=== packet_symbol_packer ===
Fig. 1: packet_symbol_packer, congestion heat map
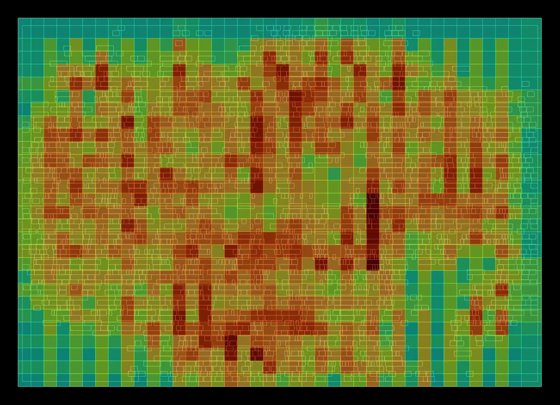

$ cat src/rtl/pkt_width_pkg.sv
// pkt_width_pkg: lane geometry and pack-state encoding shared by the
// narrow-to-wide packer and the wide-to-narrow adapter.
package pkt_width_pkg;

    typedef enum logic {IDLE, PACK} pack_state_e;

    function automatic int ratio_of(input int ow, input int iw);
        return ow / iw;
    endfunction

    function automatic int empty_w_of(input int ow, input int iw);
        return $clog2(ow / iw);
    endfunction

    // Lane 0 sits in the MSBs, so lane k's top bit counts down from OW-1.
    function automatic int lane_msb(input int k, input int ow, input int iw);
        return ow - 1 - k * iw;
    endfunction

endpackage

$ cat src/rtl/pkt_out_reg.sv
// pkt_out_reg: single-entry Avalon-ST output holding register with
// data/sop/eop/empty sideband; ready_o tells the producer it may load.
module pkt_out_reg #(
    parameter int DW = 256,
    parameter int EW = 3
) (
    input  logic          clock_clk,
    input  logic          reset_reset,
    input  logic          load_i,
    input  logic [DW-1:0] data_i,
    input  logic          sop_i,
    input  logic          eop_i,
    input  logic [EW-1:0] empty_i,
    input  logic          ready_i,
    output logic          ready_o,
    output logic          valid_o,
    output logic [DW-1:0] data_o,
    output logic          sop_o,
    output logic          eop_o,
    output logic [EW-1:0] empty_o
);

    logic          valid_q, valid_d;
    logic [DW-1:0] data_q;
    logic          sop_q, eop_q;
    logic [EW-1:0] empty_q;

    always_comb begin
        ready_o = !valid_q || ready_i;
        valid_d = load_i || (valid_q && !ready_i);
    end

    always_ff @(posedge clock_clk or posedge reset_reset) begin
        if (reset_reset) begin
            valid_q <= 1'b0;
            data_q  <= '0;
            sop_q   <= 1'b0;
            eop_q   <= 1'b0;
            empty_q <= '0;
        end else begin
            valid_q <= valid_d;
            if (load_i) begin
                data_q  <= data_i;
                sop_q   <= sop_i;
                eop_q   <= eop_i;
                empty_q <= empty_i;
            end
        end
    end

    assign valid_o = valid_q;
    assign data_o  = data_q;
    assign sop_o   = sop_q;
    assign eop_o   = eop_q;
    assign empty_o = empty_q;

endmodule

$ cat src/rtl/packet_symbol_packer.sv
// packet_symbol_packer: packs RATIO narrow Avalon-ST beats into one wide word,
// preserving sop/eop and reporting unused trailing lanes via empty.
module packet_symbol_packer
    import pkt_width_pkg::*;
#(
    parameter int  INPUT_SYMBOL_WIDTH  = 32,
    parameter int  OUTPUT_SYMBOL_WIDTH = 256,
    localparam int RATIO   = ratio_of(OUTPUT_SYMBOL_WIDTH, INPUT_SYMBOL_WIDTH),
    localparam int EMPTY_W = empty_w_of(OUTPUT_SYMBOL_WIDTH, INPUT_SYMBOL_WIDTH)
) (
    input  logic                           clock_clk,
    input  logic                           reset_reset,
    input  logic [INPUT_SYMBOL_WIDTH-1:0]  asi_in0_data,
    input  logic                           asi_in0_valid,
    output logic                           asi_in0_ready,
    input  logic                           asi_in0_startofpacket,
    input  logic                           asi_in0_endofpacket,
    output logic [OUTPUT_SYMBOL_WIDTH-1:0] aso_out0_data,
    output logic                           aso_out0_valid,
    input  logic                           aso_out0_ready,
    output logic                           aso_out0_startofpacket,
    output logic                           aso_out0_endofpacket,
    output logic [EMPTY_W-1:0]             aso_out0_empty,
    output logic [15:0]                    status_drop_count
);

    localparam int IW = INPUT_SYMBOL_WIDTH;
    localparam int OW = OUTPUT_SYMBOL_WIDTH;
    localparam logic [EMPTY_W-1:0] LAST = EMPTY_W'(RATIO - 1);

    pack_state_e        state_q, state_d;
    logic [EMPTY_W-1:0] cnt_q, cnt_d, lane, empty;
    logic [OW-1:0]      acc_q, acc_d, merged;
    logic               first_q, first_d, first_out;
    logic [15:0]        drop_q, drop_d;
    logic               accept, restart, take, complete, drop;

    always_comb begin
        accept    = asi_in0_valid && asi_in0_ready;
        restart   = accept && asi_in0_startofpacket;
        take      = restart || (accept && state_q == PACK);
        // Non-sop beat in IDLE, or sop that aborts an unfinished packet.
        drop      = accept && ((state_q == IDLE) ^ asi_in0_startofpacket);
        lane      = restart ? '0 : cnt_q;
        merged    = restart ? '0 : acc_q;
        for (int k = 0; k < RATIO; k++)
            if (EMPTY_W'(k) == lane) merged[lane_msb(k, OW, IW) -: IW] = asi_in0_data;
        complete  = take && (lane == LAST || asi_in0_endofpacket);
        empty     = asi_in0_endofpacket ? LAST - lane : '0;
        first_out = restart || first_q;
        state_d   = (complete && asi_in0_endofpacket) ? IDLE : take ? PACK : state_q;
        cnt_d     = complete ? '0 : take ? lane + EMPTY_W'(1) : cnt_q;
        acc_d     = complete ? '0 : take ? merged : acc_q;
        first_d   = complete ? 1'b0 : take ? first_out : first_q;
        drop_d    = (drop && drop_q != 16'hFFFF) ? drop_q + 16'd1 : drop_q;
    end

    always_ff @(posedge clock_clk or posedge reset_reset) begin
        if (reset_reset) begin
            state_q <= IDLE;
            cnt_q   <= '0;
            acc_q   <= '0;
            first_q <= 1'b0;
            drop_q  <= '0;
        end else begin
            state_q <= state_d;
            cnt_q   <= cnt_d;
            acc_q   <= acc_d;
            first_q <= first_d;
            drop_q  <= drop_d;
        end
    end

    assign status_drop_count = drop_q;

    pkt_out_reg #(.DW(OW), .EW(EMPTY_W)) u_out (
        .clock_clk  (clock_clk),
        .reset_reset(reset_reset),
        .load_i     (complete),
        .data_i     (merged),
        .sop_i      (first_out),
        .eop_i      (asi_in0_endofpacket),
        .empty_i    (empty),
        .ready_i    (aso_out0_ready),
        .ready_o    (asi_in0_ready),
        .valid_o    (aso_out0_valid),
        .data_o     (aso_out0_data),
        .sop_o      (aso_out0_startofpacket),
        .eop_o      (aso_out0_endofpacket),
        .empty_o    (aso_out0_empty)
    );

endmodule

$ cat config.mk
export PLATFORM = sky130hd
export DESIGN_NAME = packet_symbol_packer
export DESIGN_NICKNAME = d
export VERILOG_FILES = /design/src/rtl/pkt_width_pkg.sv /design/src/rtl/pkt_out_reg.sv /design/src/rtl/packet_symbol_packer.sv
export SDC_FILE = /design/constraint.sdc
export NUM_CORES = 1
export LEC_CHECK = 0
export CAP_MARGIN = 20
export CORE_ASPECT_RATIO = 0.7
export CORE_MARGIN = 2
export CORE_UTILIZATION = 40
export CTS_CLUSTER_SIZE = 20
export DETAILED_ROUTE_END_ITERATION = 12
export GPL_TIMING_DRIVEN = 0
export PLACE_DENSITY = 0.68
export SLEW_MARGIN = 20
export SYNTH_ARGS = -nofsm -noshare
export SYNTH_HDL_FRONTEND = slang
export SYNTH_SLANG_ARGS = --single-unit
$ cat constraint.sdc
create_clock -name clock_clk -period 38.7 [get_ports clock_clk]
set_input_delay 9.675 -clock clock_clk [delete_from_list [all_inputs] [get_ports clock_clk]]
set_output_delay 9.675 -clock clock_clk [all_outputs]
set_load 0.05 [all_outputs]
=== wb_port_arbiter ===
**src/rtl/wb_port_arbiter.sv**
```systemverilog
// Register-file write-port arbiter: pipeline writeback has priority, long-unit results queue in a FIFO.
// Optional `WB_STAT_EN adds a 32-bit counter of forced FIFO drains on stat_force_cnt.
module wb_port_arbiter #(
  parameter int unsigned DATA_W     = 32,
  parameter int unsigned IDX_W      = 5,
  parameter int unsigned FIFO_DEPTH = 4,
  parameter int unsigned STARVE_MAX = 8
) (
  input  logic                          clk,
  input  logic                          rstn,
  input  logic                          pipe_valid,
  input  logic [IDX_W-1:0]              pipe_rd,
  input  logic [DATA_W-1:0]             pipe_data,
  output logic                          pipe_stall,
  input  logic                          lu_valid,
  output logic                          lu_ready,
  input  logic [IDX_W-1:0]              lu_rd,
  input  logic [DATA_W-1:0]             lu_data,
  output logic                          rf_we,
  output logic [IDX_W-1:0]              rf_waddr,
  output logic [DATA_W-1:0]             rf_wdata,
  output logic [$clog2(FIFO_DEPTH):0]   fifo_count,
  output logic [31:0]                   stat_force_cnt
);

  localparam int unsigned PW = $clog2(FIFO_DEPTH);
  localparam int unsigned CW = PW + 1;
  localparam int unsigned SW = $clog2(STARVE_MAX) + 1;
  localparam logic [SW-1:0] STARVE_LAST = SW'(STARVE_MAX - 1);

  typedef enum logic {NORMAL, FORCE} state_t;

  state_t              state_q, state_d;
  logic [SW-1:0]       starve_q, starve_d;
  logic [PW-1:0]       wr_ptr_q, wr_ptr_d;
  logic [PW-1:0]       rd_ptr_q, rd_ptr_d;
  logic [CW-1:0]       count_q, count_d;
  logic                rf_we_q, rf_we_d;
  logic [IDX_W-1:0]    rf_waddr_q, rf_waddr_d;
  logic [DATA_W-1:0]   rf_wdata_q, rf_wdata_d;

  logic [IDX_W-1:0]    mem_rd_q   [FIFO_DEPTH];
  logic [DATA_W-1:0]   mem_data_q [FIFO_DEPTH];

  logic                fifo_empty;
  logic                push;
  logic                pop;
  logic                grant;
  logic [IDX_W-1:0]    grant_rd;
  logic [DATA_W-1:0]   grant_data;

  // Acceptance uses only the registered count, so a full FIFO refuses a push even while popping.
  assign fifo_empty = (count_q == '0);
  assign lu_ready   = (count_q < CW'(FIFO_DEPTH));
  assign push       = lu_valid & lu_ready;

  always_comb begin
    state_d    = state_q;
    starve_d   = starve_q;
    pop        = 1'b0;
    grant      = 1'b0;
    grant_rd   = pipe_rd;
    grant_data = pipe_data;
    pipe_stall = 1'b0;
    unique case (state_q)
      NORMAL: begin
        if (pipe_valid) begin
          grant = 1'b1;
          if (!fifo_empty) begin
            if (starve_q == STARVE_LAST) begin
              state_d  = FORCE;
              starve_d = '0;
            end else begin
              starve_d = starve_q + 1'b1;
            end
          end else begin
            starve_d = '0;
          end
        end else begin
          starve_d = '0;
          if (!fifo_empty) begin
            pop        = 1'b1;
            grant      = 1'b1;
            grant_rd   = mem_rd_q[rd_ptr_q];
            grant_data = mem_data_q[rd_ptr_q];
          end
        end
      end
      FORCE: begin
        pipe_stall = pipe_valid;
        starve_d   = '0;
        state_d    = NORMAL;
        if (!fifo_empty) begin
          pop        = 1'b1;
          grant      = 1'b1;
          grant_rd   = mem_rd_q[rd_ptr_q];
          grant_data = mem_data_q[rd_ptr_q];
        end
      end
      default: state_d = NORMAL;
    endcase
  end

  always_comb begin
    wr_ptr_d = push ? wr_ptr_q + 1'b1 : wr_ptr_q;
    rd_ptr_d = pop  ? rd_ptr_q + 1'b1 : rd_ptr_q;
    count_d  = count_q;
    unique case ({push, pop})
      2'b10:   count_d = count_q + CW'(1);
      2'b01:   count_d = count_q - CW'(1);
      default: count_d = count_q;
    endcase
  end

  // r0 writes are consumed like any other grant but never raise the write enable.
  always_comb begin
    rf_we_d    = grant && (grant_rd != '0);
    rf_waddr_d = grant ? grant_rd   : rf_waddr_q;
    rf_wdata_d = grant ? grant_data : rf_wdata_q;
  end

  always_ff @(posedge clk or negedge rstn) begin
    if (!rstn) begin
      state_q    <= NORMAL;
      starve_q   <= '0;
      wr_ptr_q   <= '0;
      rd_ptr_q   <= '0;
      count_q    <= '0;
      rf_we_q    <= 1'b0;
      rf_waddr_q <= '0;
      rf_wdata_q <= '0;
    end else begin
      state_q    <= state_d;
      starve_q   <= starve_d;
      wr_ptr_q   <= wr_ptr_d;
      rd_ptr_q   <= rd_ptr_d;
      count_q    <= count_d;
      rf_we_q    <= rf_we_d;
      rf_waddr_q <= rf_waddr_d;
      rf_wdata_q <= rf_wdata_d;
    end
  end

  always_ff @(posedge clk) begin
    if (push) begin
      mem_rd_q[wr_ptr_q]   <= lu_rd;
      mem_data_q[wr_ptr_q] <= lu_data;
    end
  end

  assign rf_we      = rf_we_q;
  assign rf_waddr   = rf_waddr_q;
  assign rf_wdata   = rf_wdata_q;
  assign fifo_count = count_q;

`ifdef WB_STAT_EN
  logic [31:0] stat_q, stat_d;

  always_comb begin
    stat_d = (state_q == FORCE) ? stat_q + 32'd1 : stat_q;
  end

  always_ff @(posedge clk or negedge rstn) begin
    if (!rstn) stat_q <= '0;
    else       stat_q <= stat_d;
  end

  assign stat_force_cnt = stat_q;
`else
  assign stat_force_cnt = '0;
`endif

endmodule

```
**config.mk**
```make
export PLATFORM = sky130hd
export DESIGN_NAME = wb_port_arbiter
export DESIGN_NICKNAME = d
export VERILOG_FILES = /design/src/rtl/wb_port_arbiter.sv
export SDC_FILE = /design/constraint.sdc
export NUM_CORES = 1
export LEC_CHECK = 0
export ABC_AREA = 1
export CELL_PAD_IN_SITES_DETAIL_PLACEMENT = 1
export CELL_PAD_IN_SITES_GLOBAL_PLACEMENT = 2
export CORE_UTILIZATION = 34
export CTS_BUF_LIST = sky130_fd_sc_hd__clkbuf_8 sky130_fd_sc_hd__clkbuf_16
export CTS_CLUSTER_SIZE = 12
export DETAILED_ROUTE_END_ITERATION = 6
export PLACE_DENSITY_LB_ADDON = 0.2
export SYNTH_ARGS = -nofsm -noshare
export SYNTH_HDL_FRONTEND = slang
export SYNTH_SLANG_ARGS = --single-unit
```
**constraint.sdc**
```tcl
create_clock -name clk -period 3.06 [get_ports clk]
set_clock_uncertainty 0.15 [all_clocks]
set_input_delay 0.306 -clock clk [delete_from_list [all_inputs] [get_ports clk]]
set_output_delay 0.306 -clock clk [all_outputs]
set_load 0.01 [all_outputs]
```

==> screenshots <==
M2 wires.
image #1
Drawn at 1.5 px/µm.
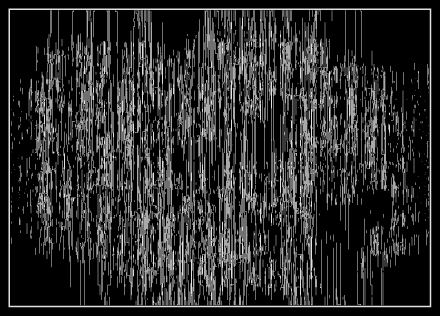
image #2
Drawn at 2 px/µm.
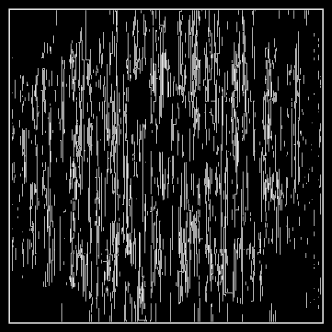
- image #1 = packet_symbol_packer
- image #2 = wb_port_arbiter
Of these, largest die: image #1

Key to image #1:
The longest straight run is 92.5 µm. The layer carries 32.9 mm of wire.

Fig. 2: wb_port_arbiter, drive-strength map
Drawn at 3 px/µm.
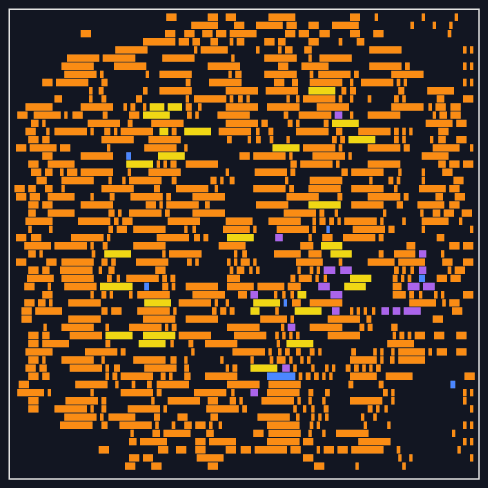
Key: blue = x2 [cells 7]; purple = x3 and x4 [cells 18]; orange = x1 and smaller [cells 735]; yellow = x6 and larger [cells 29]
Non-clk bufs: 134
setup ws final: 0.807 ns

==> results.tsv, wb_port_arbiter <==
metric	value	unit
status	finished, final reports clean	
total_power	0.00890	W
die_area	24400	µm²
place_congestion	0.730	
ys_area	8070	µm²
rrSetupSlack	0.81	ns
antenna_left	0	
tritoncts	done	
die_h	156	µm
ys_cells	658	
nFillCells	2502	
final_cell_mix	edfxtp_1, clkdlybuf4s50_1, nand2_1	
crit_start	rd_ptr_q[0]$_DFFE_PN0P_	
r2r.worst_path.cells	6	
clk_latency	0.43	ns
-- wb_port_arbiter: routing by layer --
| metal | wire length [µm] | part of all wire, % | up-vias |
|---|---|---|---|
| li1 | - | - | 2467 |
| met1 | 8430 | 42 | 2643 |
| met2 | 10000 | 50 | 151 |
| met3 | 1330 | 6.7 | 7 |
| met4 | 89 | 0.45 | 2 |
| met5 | 13 | 0.065 | - |
-- wb_port_arbiter: stage by stage --
stage	setup slack [ns]	utilization, %
2_1_floorplan	0.134	-
3_3_place_gp	0.763	40.6
3_5_place_dp	0.705	40.6
4_1_cts	0.740	43.3
5_1_grt	0.526	43.3
6_report	0.807	43.3
-- wb_port_arbiter: cell families after synthesis --
kind of cell / synth area share [%]
other cells: 0.0464
compound gates: 10.4
fa+ha+maj: 1.18
buf+inv: 7.22
flops: 70.5
simple gates: 10.0
xor+xnor: 0.651
-- wb_port_arbiter: sequential cells by signal, summed over array words and instances, names as in the netlist --
register / flops
rf_wdata: 32
rf_we: 1
wr_ptr_q: 2
rd_ptr_q: 2
mem_rd_q: 20
state_q: 1
mem_data_q: 128
rf_waddr: 5
starve_q: 4
fifo_count: 3
Fig. 3: packet_symbol_packer, drive-strength map
Drawn at 1.5 px/µm.
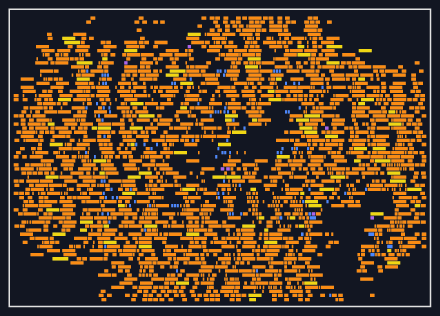
Key: blue = x2 [cells 101]; yellow = x6 and larger [cells 94]; purple = x3 and x4 [cells 7]; orange = x1 and smaller [cells 1,909]
Non-clk bufs: 507
setup ws final: 17.75 ns
Area Overhead vs Synth: 28.5%

Notes on Fig. 1 above:
All-Layer GR Usage: 26.8%
met2 global-route usage: 40.0%
GRT met1 Usage: 37.7%
drt wl/cell: 26.8 µm

==> results.tsv, packet_symbol_packer <==
metric	value	unit
nClkBuffers	73	
setup_viol	0	
n_tap_cell	684	
clk_share	6.94	%
ys_cells	1692	
netlist_top_cells_count	dfrtp_1, a22o_1, nor2_1	
edf_count	0	
startpoint_type	primary input	
tritoncts	done	
ys_area	21300	µm²
first_iter_violations	2291	
tns	0	ns
cts_made_buffers	52	
crit_start	aso_out0_ready	
firstDrtPassIters	9	
ys_sh_simple	8.04	%
comb_cells	864	
antenna_left	0	
status	finished, final reports clean	
power_density	60.8	nW/µm²
ios	317	
holdPathEnd	cnt_q[1]$_DFFE_PP0P_	
fin_skew	0.0258	ns
synthCells	1692	
viasPerCell	6.11	
sh_comb_area	23.9	%
crit_path_end	asi_in0_ready	
## packet_symbol_packer: cell usage in the layout, fill, tap and decap left out, types with 53 or more instances in the layout
master and count:
a221oi_1 64, a222oi_1 96, clkbuf_1 92, nor2_1 148, a22o_1 226, clkbuf_16 53, clkdlybuf4s50_1 316, inv_1 102
dfrtp_1 539, and3_1 108, buf_2 87, a221o_1 96
## packet_symbol_packer: power breakdown
group | switching (W) | internal (W)
logic | 0.000286 | 0.000134
clock network | 0.000227 | 0.000335
registers | 0.0000536 | 0.000628
## packet_symbol_packer: critical path: stages
cell             delay, ns
clkdlybuf4s50_1       0.45
nand2b_1              0.09
buf_2                 0.22
clkdlybuf4s50_1       0.84
## packet_symbol_packer: state kept, by name (all words and copies together) (netlist names)
register / cells
acc_q: 256
u_out.data_o: 256
status_drop_count: 16
cnt_q: 3
u_out.empty_o: 3
first_q: 1
state_q: 1
u_out.eop_o: 1
u_out.sop_o: 1
u_out.valid_o: 1
## packet_symbol_packer: per-layer routing
| layer | routed length (µm) | vias up |
|---|---|---|
| li1 | - | 7176 |
| met1 | 31800 | 8919 |
| met2 | 32900 | 851 |
| met3 | 7630 | 138 |
| met4 | 2490 | 4 |
| met5 | 23 | - |

=== mem_arbiter ===
Fig. 4: mem_arbiter, placement density heat map
Drawn at 2 px/µm. The die is cut into 16 by 16 equal tiles; black is low, pale yellow is high, 0 to 100% covered.
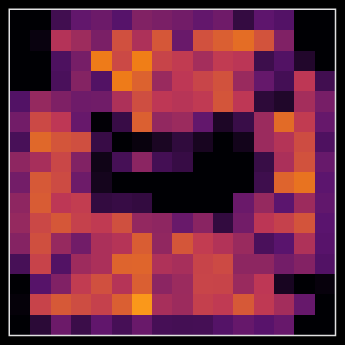

### src/rtl/mem_arb_pkg.sv
// Shared types and constants for the instruction/data memory arbiter.
package mem_arb_pkg;

  typedef enum logic [1:0] {
    IDLE    = 2'd0,
    IFETCH  = 2'd1,
    DACCESS = 2'd2
  } state_t;

  localparam logic [3:0]  MASK_ALL        = 4'b1111;
  localparam int unsigned TIMEOUT_DEFAULT = 255;

endpackage

### src/rtl/mem_arb_timer.sv
// Busy-cycle watchdog for mem_arbiter; expired is high during the TIMEOUT-th
// consecutive busy cycle after a grant. Built only with MEM_ARB_TIMEOUT_EN.
module mem_arb_timer
  import mem_arb_pkg::*;
#(
  parameter int unsigned TIMEOUT = TIMEOUT_DEFAULT
) (
  input  logic clk,
  input  logic rst,
  input  logic clear,
  input  logic busy,
  output logic expired
);

  localparam int unsigned CNT_W = $clog2(TIMEOUT + 1);

  logic [CNT_W-1:0] count;

  always_ff @(posedge clk) begin
    if (rst || clear) begin
      count <= '0;
    end else if (busy) begin
      count <= count + CNT_W'(1);
    end
  end

  assign expired = busy && (count == CNT_W'(TIMEOUT - 1));

endmodule

### src/rtl/mem_arbiter.sv
// Arbitrates core instruction fetches and data accesses onto one memory port,
// data first. Optional busy watchdog and sticky err under MEM_ARB_TIMEOUT_EN.
module mem_arbiter
  import mem_arb_pkg::*;
#(
  parameter int unsigned TIMEOUT = TIMEOUT_DEFAULT
) (
  input  logic        clk,
  input  logic        rst,
  input  logic        irequest,
  input  logic [31:0] pc_address_out,
  input  logic        request,
  input  logic        load,
  input  logic        store,
  input  logic [31:0] alu_out,
  input  logic [31:0] byte_accessS,
  input  logic [3:0]  masking_byte,
  output logic [31:0] instr_out,
  output logic        ivalid,
  output logic [31:0] dataMem_out,
  output logic        valid,
  output logic        mem_req,
  output logic        mem_we,
  output logic [31:0] mem_addr,
  output logic [31:0] mem_wdata,
  output logic [3:0]  mem_mask,
  input  logic [31:0] mem_rdata,
  input  logic        mem_ack
`ifdef MEM_ARB_TIMEOUT_EN
  ,
  output logic        err
`endif
);

  state_t state, state_nxt;
  logic   grant_d, grant_i;
  logic   expired;
  logic   finish, to_hit;
  logic   dload;

  // NOTE: every always_comb output gets a default before the case so no
  // path leaves it unassigned, which would otherwise infer a latch.
  always_comb begin
    state_nxt = state;
    grant_d   = 1'b0;
    grant_i   = 1'b0;
    unique case (state)
      IDLE: begin
        if (request) begin
          grant_d   = 1'b1;
          state_nxt = DACCESS;
        end else if (irequest) begin
          grant_i   = 1'b1;
          state_nxt = IFETCH;
        end
      end
      IFETCH, DACCESS: begin
        if (mem_ack || expired) state_nxt = IDLE;
      end
      default: state_nxt = IDLE;
    endcase
  end

  // NOTE: sequential state uses non-blocking assignments so every register
  // samples pre-edge values regardless of process ordering.
  always_ff @(posedge clk) begin
    if (rst) state <= IDLE;
    else     state <= state_nxt;
  end

  assign mem_req = (state != IDLE);
  assign finish  = mem_req && (mem_ack || expired);
  assign to_hit  = expired && !mem_ack;

`ifdef MEM_ARB_TIMEOUT_EN
  mem_arb_timer #(.TIMEOUT(TIMEOUT)) u_timer (
    .clk     (clk),
    .rst     (rst),
    .clear   (grant_d || grant_i),
    .busy    (mem_req),
    .expired (expired)
  );

  always_ff @(posedge clk) begin
    if (rst)         err <= 1'b0;
    else if (to_hit) err <= 1'b1;
  end
`else
  assign expired = 1'b0;
`endif

  // Access attributes are frozen at grant; requester inputs may move freely
  // while the transaction is in flight.
  always_ff @(posedge clk) begin
    if (rst) begin
      mem_we      <= 1'b0;
      mem_addr    <= '0;
      mem_wdata   <= '0;
      mem_mask    <= '0;
      dload       <= 1'b0;
      instr_out   <= '0;
      dataMem_out <= '0;
      ivalid      <= 1'b0;
      valid       <= 1'b0;
    end else begin
      ivalid <= 1'b0;
      valid  <= 1'b0;

      if (grant_d) begin
        mem_addr  <= alu_out;
        mem_wdata <= byte_accessS;
        mem_we    <= store;
        mem_mask  <= store ? masking_byte : MASK_ALL;
        dload     <= load && !store;
      end else if (grant_i) begin
        mem_addr <= pc_address_out;
        mem_we   <= 1'b0;
        mem_mask <= MASK_ALL;
        dload    <= 1'b0;
      end

      if (finish && state == IFETCH) begin
        ivalid    <= 1'b1;
        instr_out <= to_hit ? '0 : mem_rdata;
      end

      if (finish && state == DACCESS) begin
        valid <= 1'b1;
        if (to_hit)     dataMem_out <= '0;
        else if (dload) dataMem_out <= mem_rdata;
      end
    end
  end

endmodule

### config.mk
export PLATFORM = sky130hd
export DESIGN_NAME = mem_arbiter
export DESIGN_NICKNAME = d
export VERILOG_FILES = /design/src/rtl/mem_arb_pkg.sv /design/src/rtl/mem_arb_timer.sv /design/src/rtl/mem_arbiter.sv
export SDC_FILE = /design/constraint.sdc
export NUM_CORES = 1
export LEC_CHECK = 0
export CAP_MARGIN = 10
export CELL_PAD_IN_SITES_DETAIL_PLACEMENT = 1
export CELL_PAD_IN_SITES_GLOBAL_PLACEMENT = 2
export CORE_MARGIN = 4
export CORE_UTILIZATION = 23
export DETAILED_ROUTE_END_ITERATION = 8
export PLACE_DENSITY = 0.91
export REMOVE_ABC_BUFFERS = 1
export SYNTH_ARGS = -nofsm -noshare
export SYNTH_HDL_FRONTEND = slang
export SYNTH_SLANG_ARGS = --single-unit
### constraint.sdc
create_clock -name clk -period 2.9 [get_ports clk]
set_input_delay 0.725 -clock clk [delete_from_list [all_inputs] [get_ports clk]]
set_output_delay 0.725 -clock clk [all_outputs]
set_load 0.005 [all_outputs]
=== bus_dest_ctrl ===
## config.mk

```make
export PLATFORM = sky130hd
export DESIGN_NAME = bus_dest_ctrl
export DESIGN_NICKNAME = d
export VERILOG_FILES = /design/src/rtl/bus_dest_ctrl.sv
export SDC_FILE = /design/constraint.sdc
export NUM_CORES = 1
export LEC_CHECK = 0
export CAP_MARGIN = 20
export CORE_MARGIN = 1.5
export CORE_UTILIZATION = 40
export DETAILED_ROUTE_END_ITERATION = 8
export MAX_ROUTING_LAYER = met4
export PLACE_DENSITY = 0.82
export SLEW_MARGIN = 20
export SYNTH_ARGS = -nofsm -noshare
export SYNTH_HDL_FRONTEND = slang
export SYNTH_SLANG_ARGS = --single-unit
export TNS_END_PERCENT = 50
```

## constraint.sdc

```tcl
create_clock -name clk -period 2.1 [get_ports clk]
set_clock_uncertainty 0.05 [all_clocks]
set_input_delay 0.525 -clock clk [delete_from_list [all_inputs] [get_ports clk]]
set_output_delay 0.525 -clock clk [all_outputs]
set_load 0.03 [all_outputs]
```

## src/rtl/bus_dest_ctrl.sv

```systemverilog
// ============================================================================
// bus_dest_ctrl: routes one bus byte per request to a register strobe or a handshaked memory write. Rev 1.0
// ============================================================================
`default_nettype none

module bus_dest_ctrl #(
  parameter int MEM_TIMEOUT = 15
) (
  input  logic       clk,
  input  logic       reset,
  input  logic       req_valid,
  output logic       req_ready,
  input  logic [2:0] dest_sel,
  input  logic [2:0] reg_addr,
  input  logic [7:0] bus_data,
  input  logic [7:0] mar_data,
  output logic       gpr_we,
  output logic [2:0] gpr_waddr,
  output logic       pc_load,
  output logic       ir_load,
  output logic       mar_load,
  output logic [7:0] load_data,
  output logic       mem_wr_en,
  output logic [7:0] mem_addr,
  output logic [7:0] mem_wr_data,
  input  logic       mem_ack,
  output logic       done,
  output logic       err
);

  localparam logic [2:0] c_dest_gpr = 3'd0;
  localparam logic [2:0] c_dest_pc  = 3'd1;
  localparam logic [2:0] c_dest_ir  = 3'd2;
  localparam logic [2:0] c_dest_mar = 3'd3;
  localparam logic [2:0] c_dest_mem = 3'd4;
  localparam logic [7:0] c_wait_last = 8'(MEM_TIMEOUT - 1);

  typedef enum logic [1:0] {
    ST_IDLE     = 2'd0,
    ST_LOAD     = 2'd1,
    ST_MEM_WAIT = 2'd2,
    ST_FAULT    = 2'd3
  } state_t;

  state_t     r_state;
  state_t     w_next;
  logic [2:0] r_dest;
  logic [2:0] r_gpr_waddr;
  logic [7:0] r_load_data;
  logic [7:0] r_mem_addr;
  logic [7:0] r_mem_data;
  logic [7:0] r_wait_cnt;
  logic       w_accept;
  logic       w_is_reg_dest;

  assign w_accept      = (r_state == ST_IDLE) && req_valid;
  assign w_is_reg_dest = (dest_sel == c_dest_gpr) || (dest_sel == c_dest_pc) ||
                         (dest_sel == c_dest_ir)  || (dest_sel == c_dest_mar);

  // Each data output only changes when a request for its own destination is taken.
  always_ff @(posedge clk) begin
    if (reset) begin
      r_state     <= ST_IDLE;
      r_dest      <= '0;
      r_gpr_waddr <= '0;
      r_load_data <= '0;
      r_mem_addr  <= '0;
      r_mem_data  <= '0;
      r_wait_cnt  <= '0;
    end else begin
      r_state <= w_next;
      if (w_accept) begin
        r_dest <= dest_sel;
        if (w_is_reg_dest) r_load_data <= bus_data;
        if (dest_sel == c_dest_gpr) r_gpr_waddr <= reg_addr;
        if (dest_sel == c_dest_mem) begin
          r_mem_addr <= mar_data;
          r_mem_data <= bus_data;
        end
      end
      if (r_state == ST_MEM_WAIT) r_wait_cnt <= r_wait_cnt + 8'd1;
      else                        r_wait_cnt <= '0;
    end
  end

  always_comb begin
    w_next    = r_state;
    req_ready = 1'b0;
    gpr_we    = 1'b0;
    pc_load   = 1'b0;
    ir_load   = 1'b0;
    mar_load  = 1'b0;
    mem_wr_en = 1'b0;
    done      = 1'b0;
    err       = 1'b0;
    case (r_state)
      ST_IDLE: begin
        req_ready = 1'b1;
        if (req_valid) begin
          if (w_is_reg_dest)                w_next = ST_LOAD;
          else if (dest_sel == c_dest_mem) w_next = ST_MEM_WAIT;
          else                              w_next = ST_FAULT;
        end
      end
      ST_LOAD: begin
        done = 1'b1;
        case (r_dest)
          c_dest_gpr: gpr_we   = 1'b1;
          c_dest_pc:  pc_load  = 1'b1;
          c_dest_ir:  ir_load  = 1'b1;
          default:    mar_load = 1'b1;
        endcase
        w_next = ST_IDLE;
      end
      ST_MEM_WAIT: begin
        mem_wr_en = 1'b1;
        // An ack on the final count still wins over the timeout.
        if (mem_ack) begin
          done   = 1'b1;
          w_next = ST_IDLE;
        end else if (r_wait_cnt == c_wait_last) begin
          err    = 1'b1;
          w_next = ST_IDLE;
        end
      end
      ST_FAULT: begin
        err    = 1'b1;
        w_next = ST_IDLE;
      end
      default: w_next = ST_IDLE;
    endcase
  end

  assign gpr_waddr   = r_gpr_waddr;
  assign load_data   = r_load_data;
  assign mem_addr    = r_mem_addr;
  assign mem_wr_data = r_mem_data;

endmodule

`default_nettype wire

```

=== bus_arbiter_rr ===
## src/rtl/bus_arbiter_rr.sv

```systemverilog
// N-master / M-slave single-outstanding bus arbiter with round-robin or fixed priority,
// table-driven slave decode, response timeout and error responses.
module bus_arbiter_rr #(
  parameter int unsigned MASTERS     = 2,
  parameter int unsigned SLAVES      = 2,
  parameter int unsigned ADDR_BITS   = 32,
  parameter int unsigned BUS_WIDTH   = 32,
  parameter int unsigned BUS_BYTES   = BUS_WIDTH / 8,
  parameter int unsigned ROUND_ROBIN = 1,
  parameter int unsigned TIMEOUT     = 255,
  parameter logic [SLAVES-1:0][ADDR_BITS-1:0] SLAVE_BASE = '0,
  parameter logic [SLAVES-1:0][ADDR_BITS-1:0] SLAVE_MASK = '0
) (
  input  logic                                clk_i,
  input  logic                                rst_ni,
  input  logic [MASTERS-1:0]                  req_i,
  input  logic [MASTERS-1:0][ADDR_BITS-1:0]   addr_i,
  input  logic [MASTERS-1:0][BUS_WIDTH-1:0]   wdata_i,
  input  logic [MASTERS-1:0]                  we_i,
  input  logic [MASTERS-1:0][BUS_BYTES-1:0]   be_i,
  output logic [MASTERS-1:0]                  gnt_o,
  output logic [MASTERS-1:0]                  rvalid_o,
  output logic [MASTERS-1:0]                  err_o,
  output logic [BUS_WIDTH-1:0]                rdata_o,
  output logic [SLAVES-1:0]                   sel_o,
  output logic [ADDR_BITS-1:0]                addr_o,
  output logic [BUS_WIDTH-1:0]                wdata_o,
  output logic                                we_o,
  output logic [BUS_BYTES-1:0]                be_o,
  input  logic [SLAVES-1:0][BUS_WIDTH-1:0]    rdata_i,
  input  logic [SLAVES-1:0]                   ack_i
);

  localparam int unsigned MW = (MASTERS > 1) ? $clog2(MASTERS) : 1;
  localparam int unsigned SW = MW + 1;
  localparam int unsigned TW = (TIMEOUT > 0) ? $clog2(TIMEOUT + 1) : 1;

  typedef enum logic [1:0] {S_IDLE, S_DECODE, S_WAIT, S_RESP} state_e;

  typedef struct packed {
    logic [ADDR_BITS-1:0] addr;
    logic [BUS_WIDTH-1:0] wdata;
    logic                 we;
    logic [BUS_BYTES-1:0] be;
  } req_t;

  state_e               state_q, state_d;
  logic [MW-1:0]        ptr_q, ptr_d, own_q, own_d;
  req_t                 lat_q, lat_d;
  logic [TW-1:0]        cnt_q, cnt_d;

  logic [MW-1:0]        win, start, ptr_nxt;
  logic [SW-1:0]        idx, ptr_sum;
  logic                 found, any_req;
  logic [SLAVES-1:0]    hit_oh;
  logic                 hit, ack_hit, timeout_hit;
  logic [BUS_WIDTH-1:0] rsel;

  logic [MASTERS-1:0]   gnt_d, rvalid_d, err_d;
  logic [BUS_WIDTH-1:0] rdata_d, wdata_d;
  logic [SLAVES-1:0]    sel_d;
  logic [ADDR_BITS-1:0] addr_d;
  logic                 we_d;
  logic [BUS_BYTES-1:0] be_d;

  // Arbitration: first requester at or after the start index, wrapping
  always_comb begin
    win     = '0;
    found   = 1'b0;
    idx     = '0;
    start   = (ROUND_ROBIN != 0) ? ptr_q : '0;
    any_req = |req_i;
    for (int unsigned i = 0; i < MASTERS; i++) begin
      idx = SW'(start) + SW'(i);
      if (idx >= SW'(MASTERS)) idx = idx - SW'(MASTERS);
      if (!found && req_i[idx[MW-1:0]]) begin
        found = 1'b1;
        win   = idx[MW-1:0];
      end
    end
    ptr_sum = SW'(win) + SW'(1);
    ptr_nxt = (ptr_sum >= SW'(MASTERS)) ? '0 : ptr_sum[MW-1:0];
  end

  // Address decode (lowest-index hit wins) and selected-slave response
  always_comb begin
    hit_oh = '0;
    hit    = 1'b0;
    rsel   = '0;
    for (int unsigned s = 0; s < SLAVES; s++) begin
      if (!hit && ((lat_q.addr & SLAVE_MASK[s]) == SLAVE_BASE[s])) begin
        hit_oh[s] = 1'b1;
        hit       = 1'b1;
      end
      if (sel_o[s]) rsel = rsel | rdata_i[s];
    end
    ack_hit     = |(ack_i & sel_o);
    timeout_hit = (TIMEOUT != 0) && (cnt_q == TW'(TIMEOUT));
  end

  always_ff @(posedge clk_i or negedge rst_ni) begin
    if (!rst_ni) state_q <= S_IDLE;
    else         state_q <= state_d;
  end

  always_comb begin
    state_d = state_q;
    unique case (state_q)
      S_IDLE:   if (any_req) state_d = S_DECODE;
      S_DECODE: state_d = hit ? S_WAIT : S_RESP;
      S_WAIT:   if (ack_hit || timeout_hit) state_d = S_RESP;
      S_RESP:   state_d = S_IDLE;
      default:  state_d = S_IDLE;
    endcase
  end

  // Next values of the registered outputs and datapath; ack takes precedence over timeout
  always_comb begin
    gnt_d    = '0;
    rvalid_d = '0;
    err_d    = '0;
    rdata_d  = '0;
    sel_d    = sel_o;
    addr_d   = addr_o;
    wdata_d  = wdata_o;
    we_d     = we_o;
    be_d     = be_o;
    ptr_d    = ptr_q;
    own_d    = own_q;
    lat_d    = lat_q;
    cnt_d    = '0;
    unique case (state_q)
      S_IDLE: begin
        if (any_req) begin
          gnt_d[win]  = 1'b1;
          own_d       = win;
          lat_d.addr  = addr_i[win];
          lat_d.wdata = wdata_i[win];
          lat_d.we    = we_i[win];
          lat_d.be    = be_i[win];
          if (ROUND_ROBIN != 0) ptr_d = ptr_nxt;
        end
      end
      S_DECODE: begin
        if (hit) begin
          sel_d   = hit_oh;
          addr_d  = lat_q.addr;
          wdata_d = lat_q.we ? lat_q.wdata : '0;
          we_d    = lat_q.we;
          be_d    = lat_q.be;
        end else begin
          rvalid_d[own_q] = 1'b1;
          err_d[own_q]    = 1'b1;
        end
      end
      S_WAIT: begin
        cnt_d = cnt_q + TW'(1);
        if (ack_hit || timeout_hit) begin
          sel_d           = '0;
          addr_d          = '0;
          wdata_d         = '0;
          we_d            = 1'b0;
          be_d            = '0;
          rvalid_d[own_q] = 1'b1;
          if (ack_hit) rdata_d = lat_q.we ? '0 : rsel;
          else         err_d[own_q] = 1'b1;
        end
      end
      default: ;
    endcase
  end

  always_ff @(posedge clk_i or negedge rst_ni) begin
    if (!rst_ni) begin
      ptr_q    <= '0;
      own_q    <= '0;
      lat_q    <= '0;
      cnt_q    <= '0;
      gnt_o    <= '0;
      rvalid_o <= '0;
      err_o    <= '0;
      rdata_o  <= '0;
      sel_o    <= '0;
      addr_o   <= '0;
      wdata_o  <= '0;
      we_o     <= 1'b0;
      be_o     <= '0;
    end else begin
      ptr_q    <= ptr_d;
      own_q    <= own_d;
      lat_q    <= lat_d;
      cnt_q    <= cnt_d;
      gnt_o    <= gnt_d;
      rvalid_o <= rvalid_d;
      err_o    <= err_d;
      rdata_o  <= rdata_d;
      sel_o    <= sel_d;
      addr_o   <= addr_d;
      wdata_o  <= wdata_d;
      we_o     <= we_d;
      be_o     <= be_d;
    end
  end

endmodule

```

## config.mk

```make
export PLATFORM = sky130hd
export DESIGN_NAME = bus_arbiter_rr
export DESIGN_NICKNAME = d
export VERILOG_FILES = /design/src/rtl/bus_arbiter_rr.sv
export SDC_FILE = /design/constraint.sdc
export NUM_CORES = 1
export LEC_CHECK = 0
export CAP_MARGIN = 20
export CORE_AREA = 3 3 178 111
export CTS_BUF_LIST = sky130_fd_sc_hd__clkbuf_16
export CTS_CLUSTER_SIZE = 8
export DETAILED_ROUTE_END_ITERATION = 12
export DIE_AREA = 0 0 181 114
export PLACE_DENSITY = 0.78
export SLEW_MARGIN = 20
export SYNTH_ARGS = -nofsm -noshare
export SYNTH_HDL_FRONTEND = slang
export SYNTH_SLANG_ARGS = --single-unit
```

## constraint.sdc

```tcl
create_clock -name clk_i -period 4.35 [get_ports clk_i]
set_input_delay 0.435 -clock clk_i [delete_from_list [all_inputs] [get_ports clk_i]]
set_output_delay 0.435 -clock clk_i [all_outputs]
set_load 0.05 [all_outputs]
```

Fig. 5: bus_arbiter_rr, layout detail
Region (78, 44) to (103, 69) µm. Cells in gray, sequential cells in the stronger gray; small squares are vias.
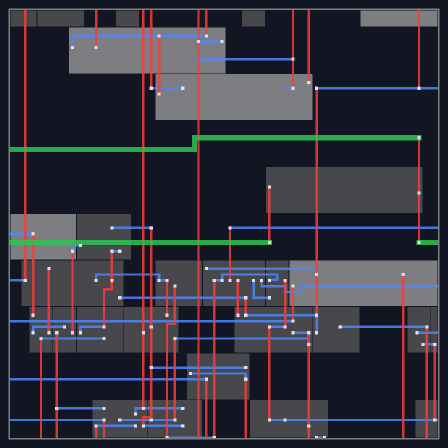
Key: red = M2; blue = M1; green = M3
Most frequent: nor2_1 (3), dfrtp_1 (3), buf_4 (3). Sequential cells in the window: 3. 20 logic cells have their middle in the window. Netlist names of flops here include lat_q (2), state_q (1).

==> results.tsv, bus_arbiter_rr <==
metric	value	unit
core_area	18000	µm²
slowest_stage	nor3_2	
final_common_cell	clkdlybuf4s50_1	
post-cts-setup-buffers	0	
tns	0	ns
tool_warnings	64	
status	finished, final reports clean	
reg2reg_to	rdata_o[6]$_DFF_PN0_	
p_clk_share	18.5	%
clk_latency	0.43	ns
setup_viol	0	
multi_input_comb_area	3150	µm²
cts_resized	0	
intPower	0.00485	W
cts_max_level	4	
nNetsFinal	1233	
path_class	flip-flop to flip-flop	
leakage	4.87	nW
tritoncts	done	
antenna_left	0	
ys_seq_share	57.0	%
area_growth	42.6	%
antenna_cells	0	
grt_overflow	0	
cp.buffers_inverters	3	
hold_ws	0.0691	ns
dp_cells	1241	
crit_family	buffers and inverters	
clockBufferDepth	2	
total_power	0.00844	W
seq_power_share	33.8	%
reg2reg_from	state_q[0]$_DFFE_PN0P_	
wl_met3	2080	µm
die_area	20600	µm²
min_path_type	primary input to asynchronous set/reset pin	
most_common_cell	dfrtp_1	
cts_root_buffer	clkbuf_16	
post-route-util	65.7	%
==> bus_arbiter_rr: state kept, by name, summed over array words and instances (netlist names) <==
signal	flops
wdata_o	32
err_o	2
we_o	1
lat_q	69
be_o	4
rdata_o	32
rvalid_o	2
gnt_o	2
addr_o	32
sel_o	1
own_q	1
ptr_q	1
state_q	2
cnt_q	8
==> bus_arbiter_rr: cell families after synthesis <==
family / synth area share (%)
AOI/OAI and AO/OA: 18.2
xor gates and xnor gates: 0.317
adders and majority gates: 0.754
buffers and inverters: 5.35
DFF: 57.0
muxes: 4.48
other: 0.0452
and+or+nand+nor: 13.9
==> bus_arbiter_rr: layout make-up <==
type                    instances  share of cell area [%]
flip-flops and latches        189                    40.0
multi-input cells             479                    26.6
repair buffers                295                    24.8
inverters                      38                    1.21
well taps                     240                    2.54
clock inverters                15                    1.30
clock buffers                  17                    3.59
==> bus_arbiter_rr: power groups by stage <==
stage	logic (W)	clock network, W	registers (W)
after floorplan	0.00173	0	0.00383
after global placement	0.00396	0	0.00284
after detailed placement	0.00407	0	0.00286
after CTS	0.00408	0.00159	0.00285
after global routing	0.00433	0.00166	0.00294
final	0.00403	0.00156	0.00285
Fig. 6: mem_arbiter, congestion heat map
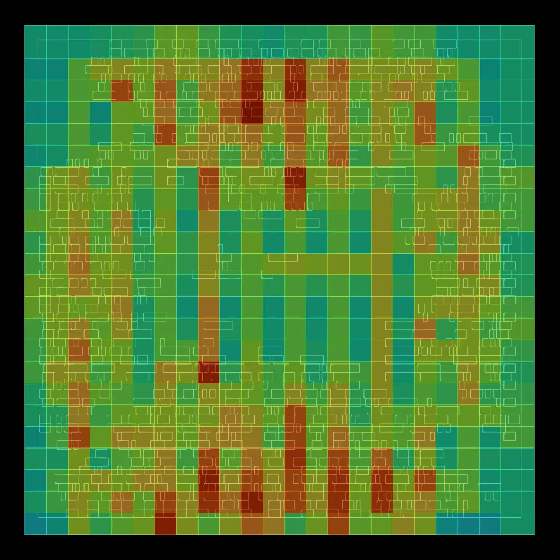
All-Layer GR Usage: 15.8%
Final Util: 38.7%
GRT met1 Usage: 20.6%
drt wl/cell: 17.2 µm
met2 global-route usage: 26.3%

Notes on Fig. 4 above:
The fullest tile reaches 78%. The emptiest ninth of the die: center. The mean over all tiles is 33%. 14% of the tiles are nearly empty.
Initial Util: 23.3%
Core ar.: 23,500 µm²

==> results.tsv, mem_arbiter <==
metric	value	unit
fin_cells	1233	
final_cell_mix	clkdlybuf4s50_1, nand2_1, dfxtp_1	
firstDrtPassIters	4	
hold_ws	0.453	ns
status	finished, final reports clean	
rows	56	
crit_family	buffers and inverters	
ff_type	dfxtp_1	
slew_violations	0	
sh_seq_area	30.5	%
rrSetupSlack	1.15	ns
fin_skew	0.0102	ns
rsz0062_at_grt	no	
edf_count	0	
first_global_vias	5710	
path_class	flip-flop to output pin	
worst_ir_drop_vdd	0.000267	V
area_growth	65.6	%
endpoint_kind	output pin	
multi_input_comb_area	2410	µm²
reg2reg_to	dataMem_out[23]$_SDFFE_PP0P_	
crit_path_end	mem_req	
max_stage_delay	0.50	ns
maxSlewHeadroom	71.4	%
clockBufferDepth	2	
tns	0	ns
==> mem_arbiter: where the power goes <==
part | internal, W | leakage (nW) | switching (W)
combinational | 0.000510 | 1.70 | 0.000417
sequential | 0.00201 | 1.13 | 0.0000593
clock | 0.00138 | 0.285 | 0.000824
total | 0.00390 | 3.12 | 0.00130
==> mem_arbiter: cell usage after synthesis, types with 3 or more instances <==
library cell / count
ha_1: 4
buf_6: 4
a21oi_2: 31
nor3_1: 8
a211oi_2: 31
clkbuf_1: 18
nand3b_1: 3
nor3b_1: 5
a21oi_1: 100
nor2_1: 34
dfxtp_1: 138
buf_2: 23
nand2_1: 225
==> mem_arbiter: state kept, by name, indices dropped and copies added (netlist names) <==
register and count:
state 2, mem_wdata 32, mem_addr 32, valid 1, mem_mask 4, ivalid 1
instr_out 32, dload 1, mem_we 1, dataMem_out 32
==> mem_arbiter: layer usage <==
layer	track usage, %	routed length, µm	up-vias
li1	-	-	2653
met1	20.6	9490	2618
met2	26.3	10400	135
met3	2.91	835	26
met4	5.42	501	0
met5	0	0	-
==> mem_arbiter: tightest hold or removal path, cell delays in order (launching register included) <==
cell and delay [ns]:
dfxtp_1 0.30, nand2_1 0.05, a21oi_1 0.05
Fig. 7: bus_dest_ctrl, congestion heat map
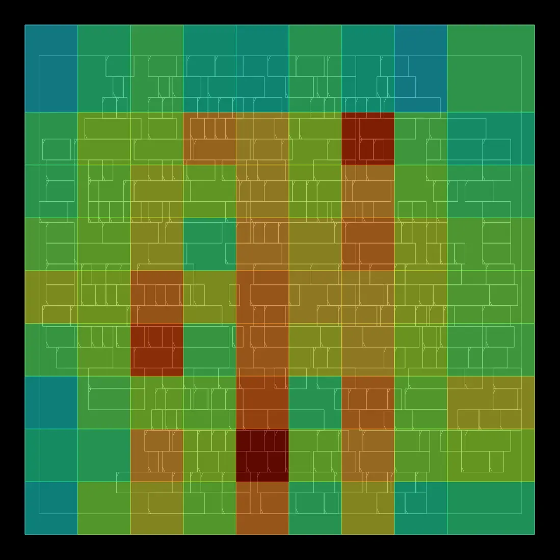
GRT met1 Usage: 23.2%
grt met3 use: 3.55%
met2 global-route usage: 33.5%

==> results.tsv, bus_dest_ctrl <==
metric	value	unit
place_congestion	0.741	
tightest_slew	0.345	ns
synth.area.mux_share	0	%
antenna_found_initial	0	
wirelength	3870	µm
grt_overflow	0	
status	finished, final reports clean	
path_class	flip-flop to output pin	
antenna_cells	0	
slowest_stage	dfxtp_1	
first_global_vias	1498	
leakage	0.946	nW
final_common_cell	nand2_1	
cts_resized	10	
sh_comb_area	31.3	%
postPlaceCellArea	2360	µm²
clock_sinks	40	
timing.fmax	0.486	GHz
max_stage_delay	0.34	ns
slew_violations	0	
clk-power	0.000603	W
synthAoiAreaFrac	12.9	%
ys_sh_simple	25.7	%
cp_cell_sequence	inv_1 > ha_2 > buf_4 > nor4bb_2 > buf_4	
==> bus_dest_ctrl: cells by family after synthesis <==
group | count (synthesis)
AOI/OAI and AO/OA | 38
xor gates and xnor gates | 6
adders and majority gates | 6
buffers and inverters | 15
DFF | 40
and+or+nand+nor | 92
==> bus_dest_ctrl: path summary, 6_finish.rpt <==
kind | startpoint | endpoint | cells past startpoint
setup / recovery | r_state[1]$_SDFFE_PP0P_ | pc_load | 5
hold / removal | mem_addr[1]$_SDFFE_PP0P_ | mem_addr[1]$_SDFFE_PP0P_ | 2
setup reg to reg | r_state[1]$_SDFFE_PP0P_ | mem_wr_data[4]$_SDFFE_PP0P_ | 8
hold reg to reg | mem_addr[1]$_SDFFE_PP0P_ | mem_addr[1]$_SDFFE_PP0P_ | 2
==> bus_dest_ctrl: sequential cells by signal (all words and copies together), names as in the netlist <==
register,flops
load_data,8
mem_addr,8
mem_wr_data,8
r_wait_cnt,8
gpr_waddr,3
r_dest,3
r_state,2
==> bus_dest_ctrl: routing by layer <==
metal | track usage, % | vias up
met5 | - | -
met4 | 7.91 | 0
met3 | 3.55 | 8
met2 | 33.5 | 43
met1 | 23.2 | 716
li1 | - | 800


==> gallery <==
Layout detail.
Plate I
Region (66, 66) to (91, 91) µm. Cells in gray, sequential cells in the stronger gray; small squares are vias.
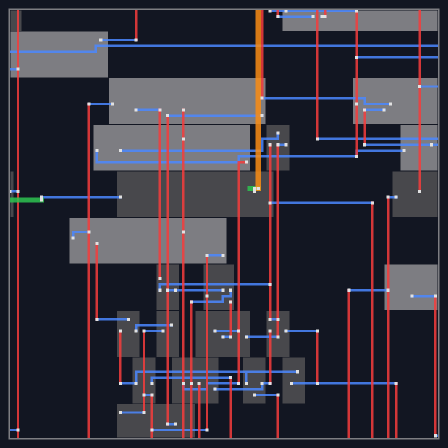
Plate II
Region (21, 21) to (46, 46) µm. Cells in gray, sequential cells in the stronger gray; small squares are vias.
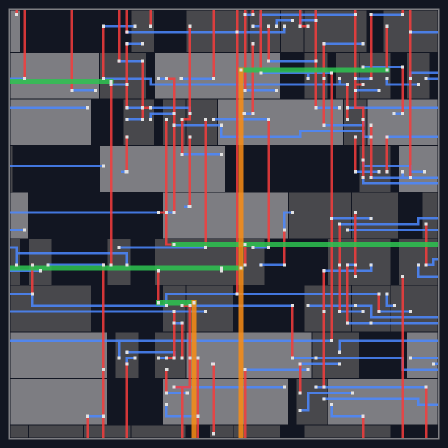
Plate III
Region (127, 86) to (152, 111) µm. Cells in gray, sequential cells in the stronger gray; small squares are vias.
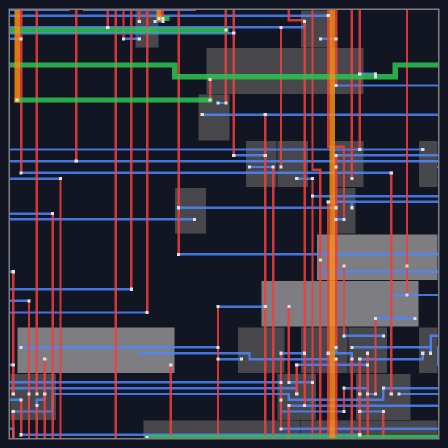
- Plate I = wb_port_arbiter
- Plate II = bus_dest_ctrl
- Plate III = packet_symbol_packer

Power is estimated from default activity; no workload was simulated.
